# uart_echo_host_flat

==> uart_echo_host_flat/class_map.png <==
Scale: 2 px per um. Fill, decap, tap and diode cells in grey.
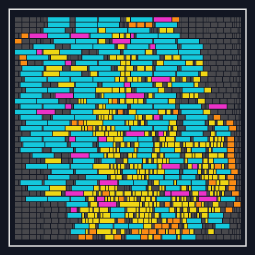
$ cat src/rtl/uart_echo_if.sv
// Parallel-port handshake bundle between the echo host and the uart core.
interface uart_echo_if;
  logic       uart_rda;
  logic       uart_tbe;
  logic [7:0] uart_rx_data;
  logic       uart_rd;
  logic       uart_wr;
  logic [7:0] uart_tx_data;

  modport master (
    input  uart_rda, uart_tbe, uart_rx_data,
    output uart_rd, uart_wr, uart_tx_data
  );

  modport slave (
    output uart_rda, uart_tbe, uart_rx_data,
    input  uart_rd, uart_wr, uart_tx_data
  );
endinterface

$ cat src/rtl/uart_echo_host.sv
// Host-side echo controller for the uart parallel port: RX FSM pulls bytes
// into a FWFT FIFO, TX FSM echoes them back, optionally expanding CR to CR,LF.
//
// RX state  | meaning
// R_IDLE    | waiting for enable before requesting a byte
// R_REQ     | raise rd
// R_WAITLO  | rd held, wait for the uart to drop rda (armed)
// R_WAITHI  | rd held, wait for rda; capture and push the byte
// R_ACK     | rd dropped, 4 clk settle for the uart
//
// TX state  | meaning
// T_IDLE    | wait for data, tbe and enable; pop FIFO head
// T_LOAD    | present popped byte, raise wr
// T_WAITLO  | wr held, wait for tbe low (byte latched)
// T_WAITHI  | wr held, wait for tbe high (frame sent)
// T_DROP    | wr dropped, 4 clk settle, then LF or idle
// T_LF      | present 0x0A, raise wr
module uart_echo_host #(
  parameter int FIFO_AW   = 4,
  parameter bit EXPAND_CR = 1'b1
) (
  input  logic               clk,
  input  logic               rst_n,
  input  logic               enable_i,
  uart_echo_if.master        uart,
  output logic [FIFO_AW:0]   fifo_level_o,
  output logic               overflow_o,
  output logic [15:0]        rx_count_o
);

  localparam int DEPTH = 1 << FIFO_AW;
  localparam logic [FIFO_AW:0]   LVL_FULL = DEPTH[FIFO_AW:0];
  localparam logic [FIFO_AW:0]   LVL_ONE  = 1;
  localparam logic [FIFO_AW-1:0] PTR_ONE  = 1;

  localparam logic [2:0] R_IDLE = 3'd0, R_REQ = 3'd1, R_WAITLO = 3'd2,
                         R_WAITHI = 3'd3, R_ACK = 3'd4;
  localparam logic [2:0] T_IDLE = 3'd0, T_LOAD = 3'd1, T_WAITLO = 3'd2,
                         T_WAITHI = 3'd3, T_DROP = 3'd4, T_LF = 3'd5;

  logic [2:0]         rx_state_q, rx_state_d, tx_state_q, tx_state_d;
  logic [1:0]         rx_cnt_q, rx_cnt_d, tx_cnt_q, tx_cnt_d;
  logic               rda_m_q, rda_s_q, tbe_m_q, tbe_s_q;
  logic               wr_q, wr_d;
  logic [7:0]         tx_data_q, tx_data_d, hold_q, hold_d;
  logic [FIFO_AW-1:0] wr_ptr_q, wr_ptr_d, rd_ptr_q, rd_ptr_d;
  logic [FIFO_AW:0]   level_q, level_d;
  logic               overflow_q, overflow_d;
  logic [15:0]        rx_count_q, rx_count_d;
  logic               push, push_ok, pop;
  logic [7:0]         mem_q [DEPTH];

  // RX handshake: request, wait for a fresh rda rising, capture, settle.
  always_comb begin
    rx_state_d = rx_state_q;
    rx_cnt_d   = rx_cnt_q;
    rx_count_d = rx_count_q;
    push       = 1'b0;
    case (rx_state_q)
      R_IDLE:   if (enable_i) rx_state_d = R_REQ;
      R_REQ:    rx_state_d = R_WAITLO;
      R_WAITLO: if (!rda_s_q) rx_state_d = R_WAITHI;
      R_WAITHI: if (rda_s_q) begin
        push       = 1'b1;
        rx_count_d = rx_count_q + 16'd1;
        rx_cnt_d   = 2'd3;
        rx_state_d = R_ACK;
      end
      R_ACK:    if (rx_cnt_q == 2'd0) rx_state_d = R_IDLE;
                else rx_cnt_d = rx_cnt_q - 2'd1;
      default:  rx_state_d = R_IDLE;
    endcase
  end

  // TX handshake: pop, drive wr with stable data, settle, optional LF.
  always_comb begin
    tx_state_d = tx_state_q;
    tx_cnt_d   = tx_cnt_q;
    tx_data_d  = tx_data_q;
    wr_d       = wr_q;
    hold_d     = hold_q;
    pop        = 1'b0;
    case (tx_state_q)
      T_IDLE:   if ((level_q != '0) && tbe_s_q && enable_i) begin
        pop        = 1'b1;
        hold_d     = mem_q[rd_ptr_q];
        tx_state_d = T_LOAD;
      end
      T_LOAD:   begin
        tx_data_d  = hold_q;
        wr_d       = 1'b1;
        tx_state_d = T_WAITLO;
      end
      T_WAITLO: if (!tbe_s_q) tx_state_d = T_WAITHI;
      T_WAITHI: if (tbe_s_q) begin
        wr_d       = 1'b0;
        tx_cnt_d   = 2'd3;
        tx_state_d = T_DROP;
      end
      T_DROP:   begin
        if (tx_cnt_q != 2'd0) tx_cnt_d = tx_cnt_q - 2'd1;
        else if (EXPAND_CR && (tx_data_q == 8'h0D)) begin
          // A pending LF waits here while disabled so the CR,LF pair stays intact.
          if (enable_i) tx_state_d = T_LF;
        end
        else tx_state_d = T_IDLE;
      end
      T_LF:     begin
        tx_data_d  = 8'h0A;
        wr_d       = 1'b1;
        tx_state_d = T_WAITLO;
      end
      default:  tx_state_d = T_IDLE;
    endcase
  end

  // FIFO bookkeeping; a push into a full FIFO is dropped and flagged.
  always_comb begin
    push_ok    = push && (level_q != LVL_FULL);
    overflow_d = overflow_q | (push && (level_q == LVL_FULL));
    wr_ptr_d   = push_ok ? wr_ptr_q + PTR_ONE : wr_ptr_q;
    rd_ptr_d   = pop ? rd_ptr_q + PTR_ONE : rd_ptr_q;
    case ({push_ok, pop})
      2'b10:   level_d = level_q + LVL_ONE;
      2'b01:   level_d = level_q - LVL_ONE;
      default: level_d = level_q;
    endcase
  end

  // State, synchronizer and counter registers with synchronous reset.
  always_ff @(posedge clk) begin
    if (!rst_n) begin
      rx_state_q <= R_IDLE;
      tx_state_q <= T_IDLE;
      rx_cnt_q   <= 2'd0;
      tx_cnt_q   <= 2'd0;
      rda_m_q    <= 1'b0;
      rda_s_q    <= 1'b0;
      tbe_m_q    <= 1'b0;
      tbe_s_q    <= 1'b0;
      wr_q       <= 1'b0;
      tx_data_q  <= 8'h00;
      hold_q     <= 8'h00;
      wr_ptr_q   <= '0;
      rd_ptr_q   <= '0;
      level_q    <= '0;
      overflow_q <= 1'b0;
      rx_count_q <= 16'd0;
    end else begin
      rx_state_q <= rx_state_d;
      tx_state_q <= tx_state_d;
      rx_cnt_q   <= rx_cnt_d;
      tx_cnt_q   <= tx_cnt_d;
      rda_m_q    <= uart.uart_rda;
      rda_s_q    <= rda_m_q;
      tbe_m_q    <= uart.uart_tbe;
      tbe_s_q    <= tbe_m_q;
      wr_q       <= wr_d;
      tx_data_q  <= tx_data_d;
      hold_q     <= hold_d;
      wr_ptr_q   <= wr_ptr_d;
      rd_ptr_q   <= rd_ptr_d;
      level_q    <= level_d;
      overflow_q <= overflow_d;
      rx_count_q <= rx_count_d;
    end
  end

  // FIFO storage write; contents need no reset since pointers define validity.
  always_ff @(posedge clk) begin
    if (rst_n && push_ok) mem_q[wr_ptr_q] <= uart.uart_rx_data;
  end

  assign uart.uart_rd      = (rx_state_q == R_REQ) || (rx_state_q == R_WAITLO) ||
                             (rx_state_q == R_WAITHI);
  assign uart.uart_wr      = wr_q;
  assign uart.uart_tx_data = tx_data_q;
  assign fifo_level_o      = level_q;
  assign overflow_o        = overflow_q;
  assign rx_count_o        = rx_count_q;

endmodule

$ cat src/flat_wrapper.sv
// flat-port wrapper written by rule: the top's interface ports become plain ports
module uart_echo_host_flat 
#(
  parameter int FIFO_AW   = 4,
  parameter bit EXPAND_CR = 1'b1
)
  (clk, rst_n, enable_i, fifo_level_o, overflow_o, rx_count_o, uart_uart_rda, uart_uart_tbe, uart_uart_rx_data, uart_uart_rd, uart_uart_wr, uart_uart_tx_data);
  uart_echo_if uart_i ();
  input  logic clk;
  input  logic rst_n;
  input  logic enable_i;
  output logic [FIFO_AW:0] fifo_level_o;
  output logic overflow_o;
  output logic [15:0] rx_count_o;
  input wire logic [$bits(uart_i.uart_rda)-1:0] uart_uart_rda;
  input wire logic [$bits(uart_i.uart_tbe)-1:0] uart_uart_tbe;
  input wire logic [$bits(uart_i.uart_rx_data)-1:0] uart_uart_rx_data;
  output wire logic [$bits(uart_i.uart_rd)-1:0] uart_uart_rd;
  output wire logic [$bits(uart_i.uart_wr)-1:0] uart_uart_wr;
  output wire logic [$bits(uart_i.uart_tx_data)-1:0] uart_uart_tx_data;
  assign uart_i.uart_rda = uart_uart_rda;
  assign uart_i.uart_tbe = uart_uart_tbe;
  assign uart_i.uart_rx_data = uart_uart_rx_data;
  assign uart_uart_rd = uart_i.uart_rd;
  assign uart_uart_wr = uart_i.uart_wr;
  assign uart_uart_tx_data = uart_i.uart_tx_data;
  uart_echo_host #(.FIFO_AW(FIFO_AW), .EXPAND_CR(EXPAND_CR)) u_core (.clk(clk), .rst_n(rst_n), .enable_i(enable_i), .uart(uart_i), .fifo_level_o(fifo_level_o), .overflow_o(overflow_o), .rx_count_o(rx_count_o));
endmodule
$ cat config.mk
export PLATFORM = sky130hd
export DESIGN_NAME = uart_echo_host_flat
export DESIGN_NICKNAME = d
export VERILOG_FILES = /design/src/rtl/uart_echo_if.sv /design/src/rtl/uart_echo_host.sv /design/src/flat_wrapper.sv
export SDC_FILE = /design/constraint.sdc
export NUM_CORES = 1
export LEC_CHECK = 0
export CORE_MARGIN = 2
export CORE_UTILIZATION = 60
export DETAILED_ROUTE_END_ITERATION = 8
export PLACE_DENSITY = 0.92
export SKIP_LAST_GASP = 1
export SLEW_MARGIN = 20
export SYNTH_ARGS = -nofsm -noshare
export SYNTH_HDL_FRONTEND = slang
export SYNTH_SLANG_ARGS = --single-unit
$ cat constraint.sdc
create_clock -name clk -period 4.4 [get_ports clk]
set_input_delay 1.32 -clock clk [delete_from_list [all_inputs] [get_ports clk]]
set_output_delay 1.32 -clock clk [all_outputs]
set_load 0.02 [all_outputs]
==> impl_metrics.toml <==
# generated from flow reports
[power_and_ir_drop]
power.leakage_nw = 2.85
overall_power_mw = 3.39
comb_cell_power_mw = 0.0603
sw_frac_of_total_pct = 21.7
pg_clk_mw = 1.43

[die]
fp-utilization_pct = 61.4
die_y_um = 118

[synthesis]
yosys_cell_count = 563
ys_area_um2 = 7740
simple_gate_share_pct = 10.7
compound_area_share_pct = 7.09
post_synth_inst_count = 563
synth_area_per_cell_um2 = 13.8
postSynthNetCount = 589

[layout]
comb_area_um2 = 2470
fraction_of_standard_cell_area_in_multi_input_logic_pct = 27.8

[placement]
place_ws_ps = 503
dp_hpwl_um = 10700
gp_routability_congestion = 0.951

[detailed_routing]
route.antenna.remaining_nets = 0
m1WireLength_um = 6530
dr_wl_cell_um = 20.4
remaining_drc_errors = 0

[sta]
slew_headroom_pct = 42.8
setup_tns_ps = 0
postLayoutSetupSlackWorst_ps = 928
finalSetupViolations = 0

[cts]
cts-resized-gates = 0
clock_sinks = 189
worst_setup_hold_path_clk_slew_ps = 70
cts_buffer_depth = 2

[global_routing]
grt_pass1_wl_um = 25500
gr-usage-met1_pct = 30.4

[min_path]
hold_crit_class = "flip-flop to flip-flop"

[worst_setup_path]
r2r_end = "u_core.fifo_level_o[4]$_SDFFE_PN0P_"
crit_path_max_incr_delay_ps = 570
critPathLaunch = "enable_i"

[run_status]
status = "completed"
## Picture notes: uart_echo_host_flat/class_map.png
Key: clock drivers and dummy loads = magenta [cells 32, share of their area 6.4%]; registers = cyan [cells 189, share of their area 59%]; remaining logic cells = yellow [cells 341, share of their area 29%]; remaining buffers and delay cells = orange [cells 54, share of their area 6.0%]
Core Region: 12600 um^2
final cell area excluding filler cells: 8870 um^2
placement row count: 41
Core Util, Final: 70.3%


# rand_seq_lut

$ cat config.mk
export PLATFORM = sky130hd
export DESIGN_NAME = rand_seq_lut
export DESIGN_NICKNAME = d
export VERILOG_FILES = /design/src/rtl/rand_seq_pkg.sv /design/src/rtl/rand_seq_lut.sv
export SDC_FILE = /design/constraint.sdc
export NUM_CORES = 1
export LEC_CHECK = 0
export CAP_MARGIN = 20
export CORE_AREA = 2 2 39 41
export DETAILED_ROUTE_END_ITERATION = 8
export DIE_AREA = 0 0 41 43
export GPL_ROUTABILITY_DRIVEN = 0
export SYNTH_ARGS = -nofsm -noshare
export SYNTH_HDL_FRONTEND = slang
export SYNTH_SLANG_ARGS = --single-unit
$ cat constraint.sdc
create_clock -name vclk -period 1.66
set_clock_uncertainty 0.1 [all_clocks]
set_input_delay 0.332 -clock vclk [all_inputs]
set_output_delay 0.332 -clock vclk [all_outputs]
set_load 0.01 [all_outputs]
$ cat src/rtl/rand_seq_pkg.sv
// Shared constants and types for the random-sequence counter checker.
// SEQ is the counter's code order after clear; index wraps mod SEQ_LEN.
package rand_seq_pkg;

   localparam int SEQ_LEN = 8;

   typedef enum logic [1:0] {
      HUNT,
      VERIFY,
      LOCKED
   } state_t;

   localparam logic [3:0] SEQ [0:SEQ_LEN-1] = '{
      4'b0000, 4'b0100, 4'b0111, 4'b1000,
      4'b1010, 4'b1101, 4'b1001, 4'b1111
   };

endpackage

$ cat src/rtl/rand_seq_lut.sv
// Code-to-position lookup for the random-sequence counter.
// Codes outside the sequence report legal=0 and pos=0.
module rand_seq_lut
   import rand_seq_pkg::*;
(
   input  logic [3:0] code,
   output logic [2:0] pos,
   output logic       legal
);

   always_comb begin
      pos   = 3'd0;
      legal = 1'b1;
      unique case (code)
         4'b0000: pos = 3'd0;
         4'b0100: pos = 3'd1;
         4'b0111: pos = 3'd2;
         4'b1000: pos = 3'd3;
         4'b1010: pos = 3'd4;
         4'b1101: pos = 3'd5;
         4'b1001: pos = 3'd6;
         4'b1111: pos = 3'd7;
         default: legal = 1'b0;
      endcase
   end

endmodule

==> impl_metrics.toml <==
# generated from flow reports
[worst_setup_path]
crit_path_max_incr_delay_ps = 260
timing.critical_path.slowest_stage_cell = "dlygate4sd2_1"
critPathLaunch = "code[0]"
end_kind = "output port"

[min_path]
hold_crit_class = "input pin to output port"

[synthesis]
postSynthNetCount = 16
ys_area_um2 = 86.3
yosysTopAreaCellShare_pct = 20.3
synth-seq-area-share_pct = 0

[layout]
comb_area_um2 = 88.8
filler_cell_count = 164
final_util_pct = 12.5
layout.nonclk_buf_share_pct = 37.0

[detailed_routing]
route.antenna.remaining_nets = 0
remaining_drc_errors = 0

[power_and_ir_drop]
power.density_nw_per_um2 = 258
powerSeq_mw = 0

[placement]
place_ws_ps = -556

[sta]
postLayoutSetupSlackWorst_ps = 93.3
fin_worst_hold_slack_ps = 1120

[run_status]
status = "completed"

[global_routing]
number_of_antenna_violations_at_the_first_check_in_global_routing = 0
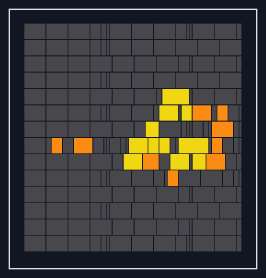
(rand_seq_lut/class_map.png)
Scale: 6 px per um. Fill, decap, tap and diode cells in grey.
Key: remaining buffers and delay cells = orange [cells 9, share of their area 42%]; remaining logic cells = yellow [cells 11, share of their area 58%]
placement row count: 14
Core Region: 1380 um^2
final cell area excluding filler cells: 173 um^2

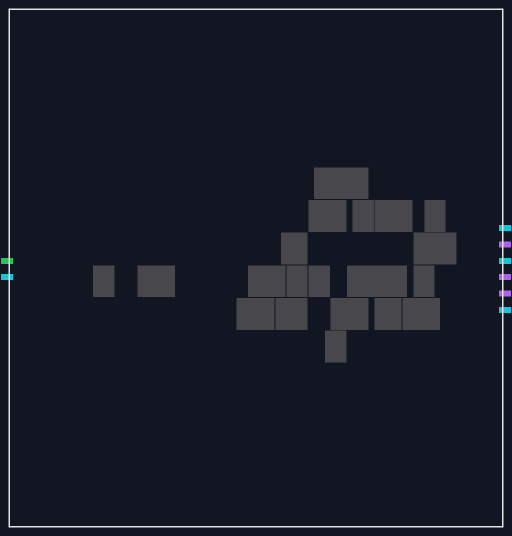
(rand_seq_lut/pinout.png)
Scale: 12 px per um. Pins as bars across the die edge, other pins in grey.
Key: code = cyan [pins 4, direction input, edge 3 right, 1 left]; legal = green [pins 1, direction output, edge left]; pos = purple [pins 3, direction output, edge right]
All pins by edge: 6 right, 2 left.
Vert. Die Dim: 43 um
die span in x: 41 um
count of buffers inserted at the top-level ports: 8

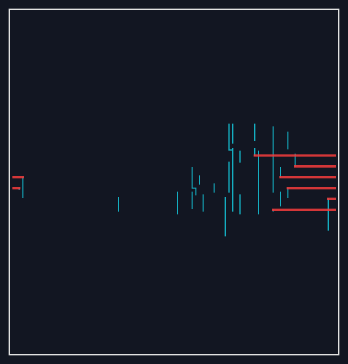
(rand_seq_lut/layers.png)
Scale: 8 px per um. Only two layers are drawn.
Key: M2 = cyan [wire length 73.8 um]; M3 = red [wire length 38.0 um]
sum of routed wire length over all layers: 263 um
global routing usage summed across all routing layers: 2.90%
DR WL/cell: 7.31 um
total via count after detailed routing: 116



==> screenshots <==
PDN straps and rails.
Plate I
Scale: 8 px per um. Pins as bars on the die edge.
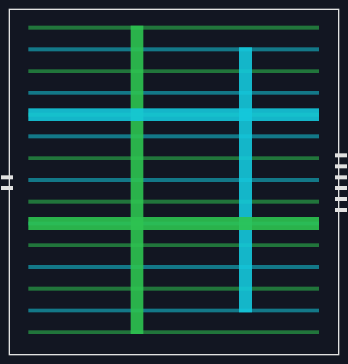
Plate II
Scale: 3 px per um. Pins as bars on the die edge.
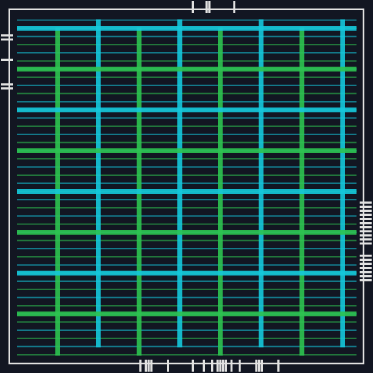
rand_seq_lut: Plate I
uart_echo_host_flat: Plate II

Key to Plate II:
Key: VSS = green; VDD = cyan
8 straps on met5. 8 straps on met4. 45 signal pins sit on the boundary. The core has 41 rows. 42 met1 rails follow the rows.

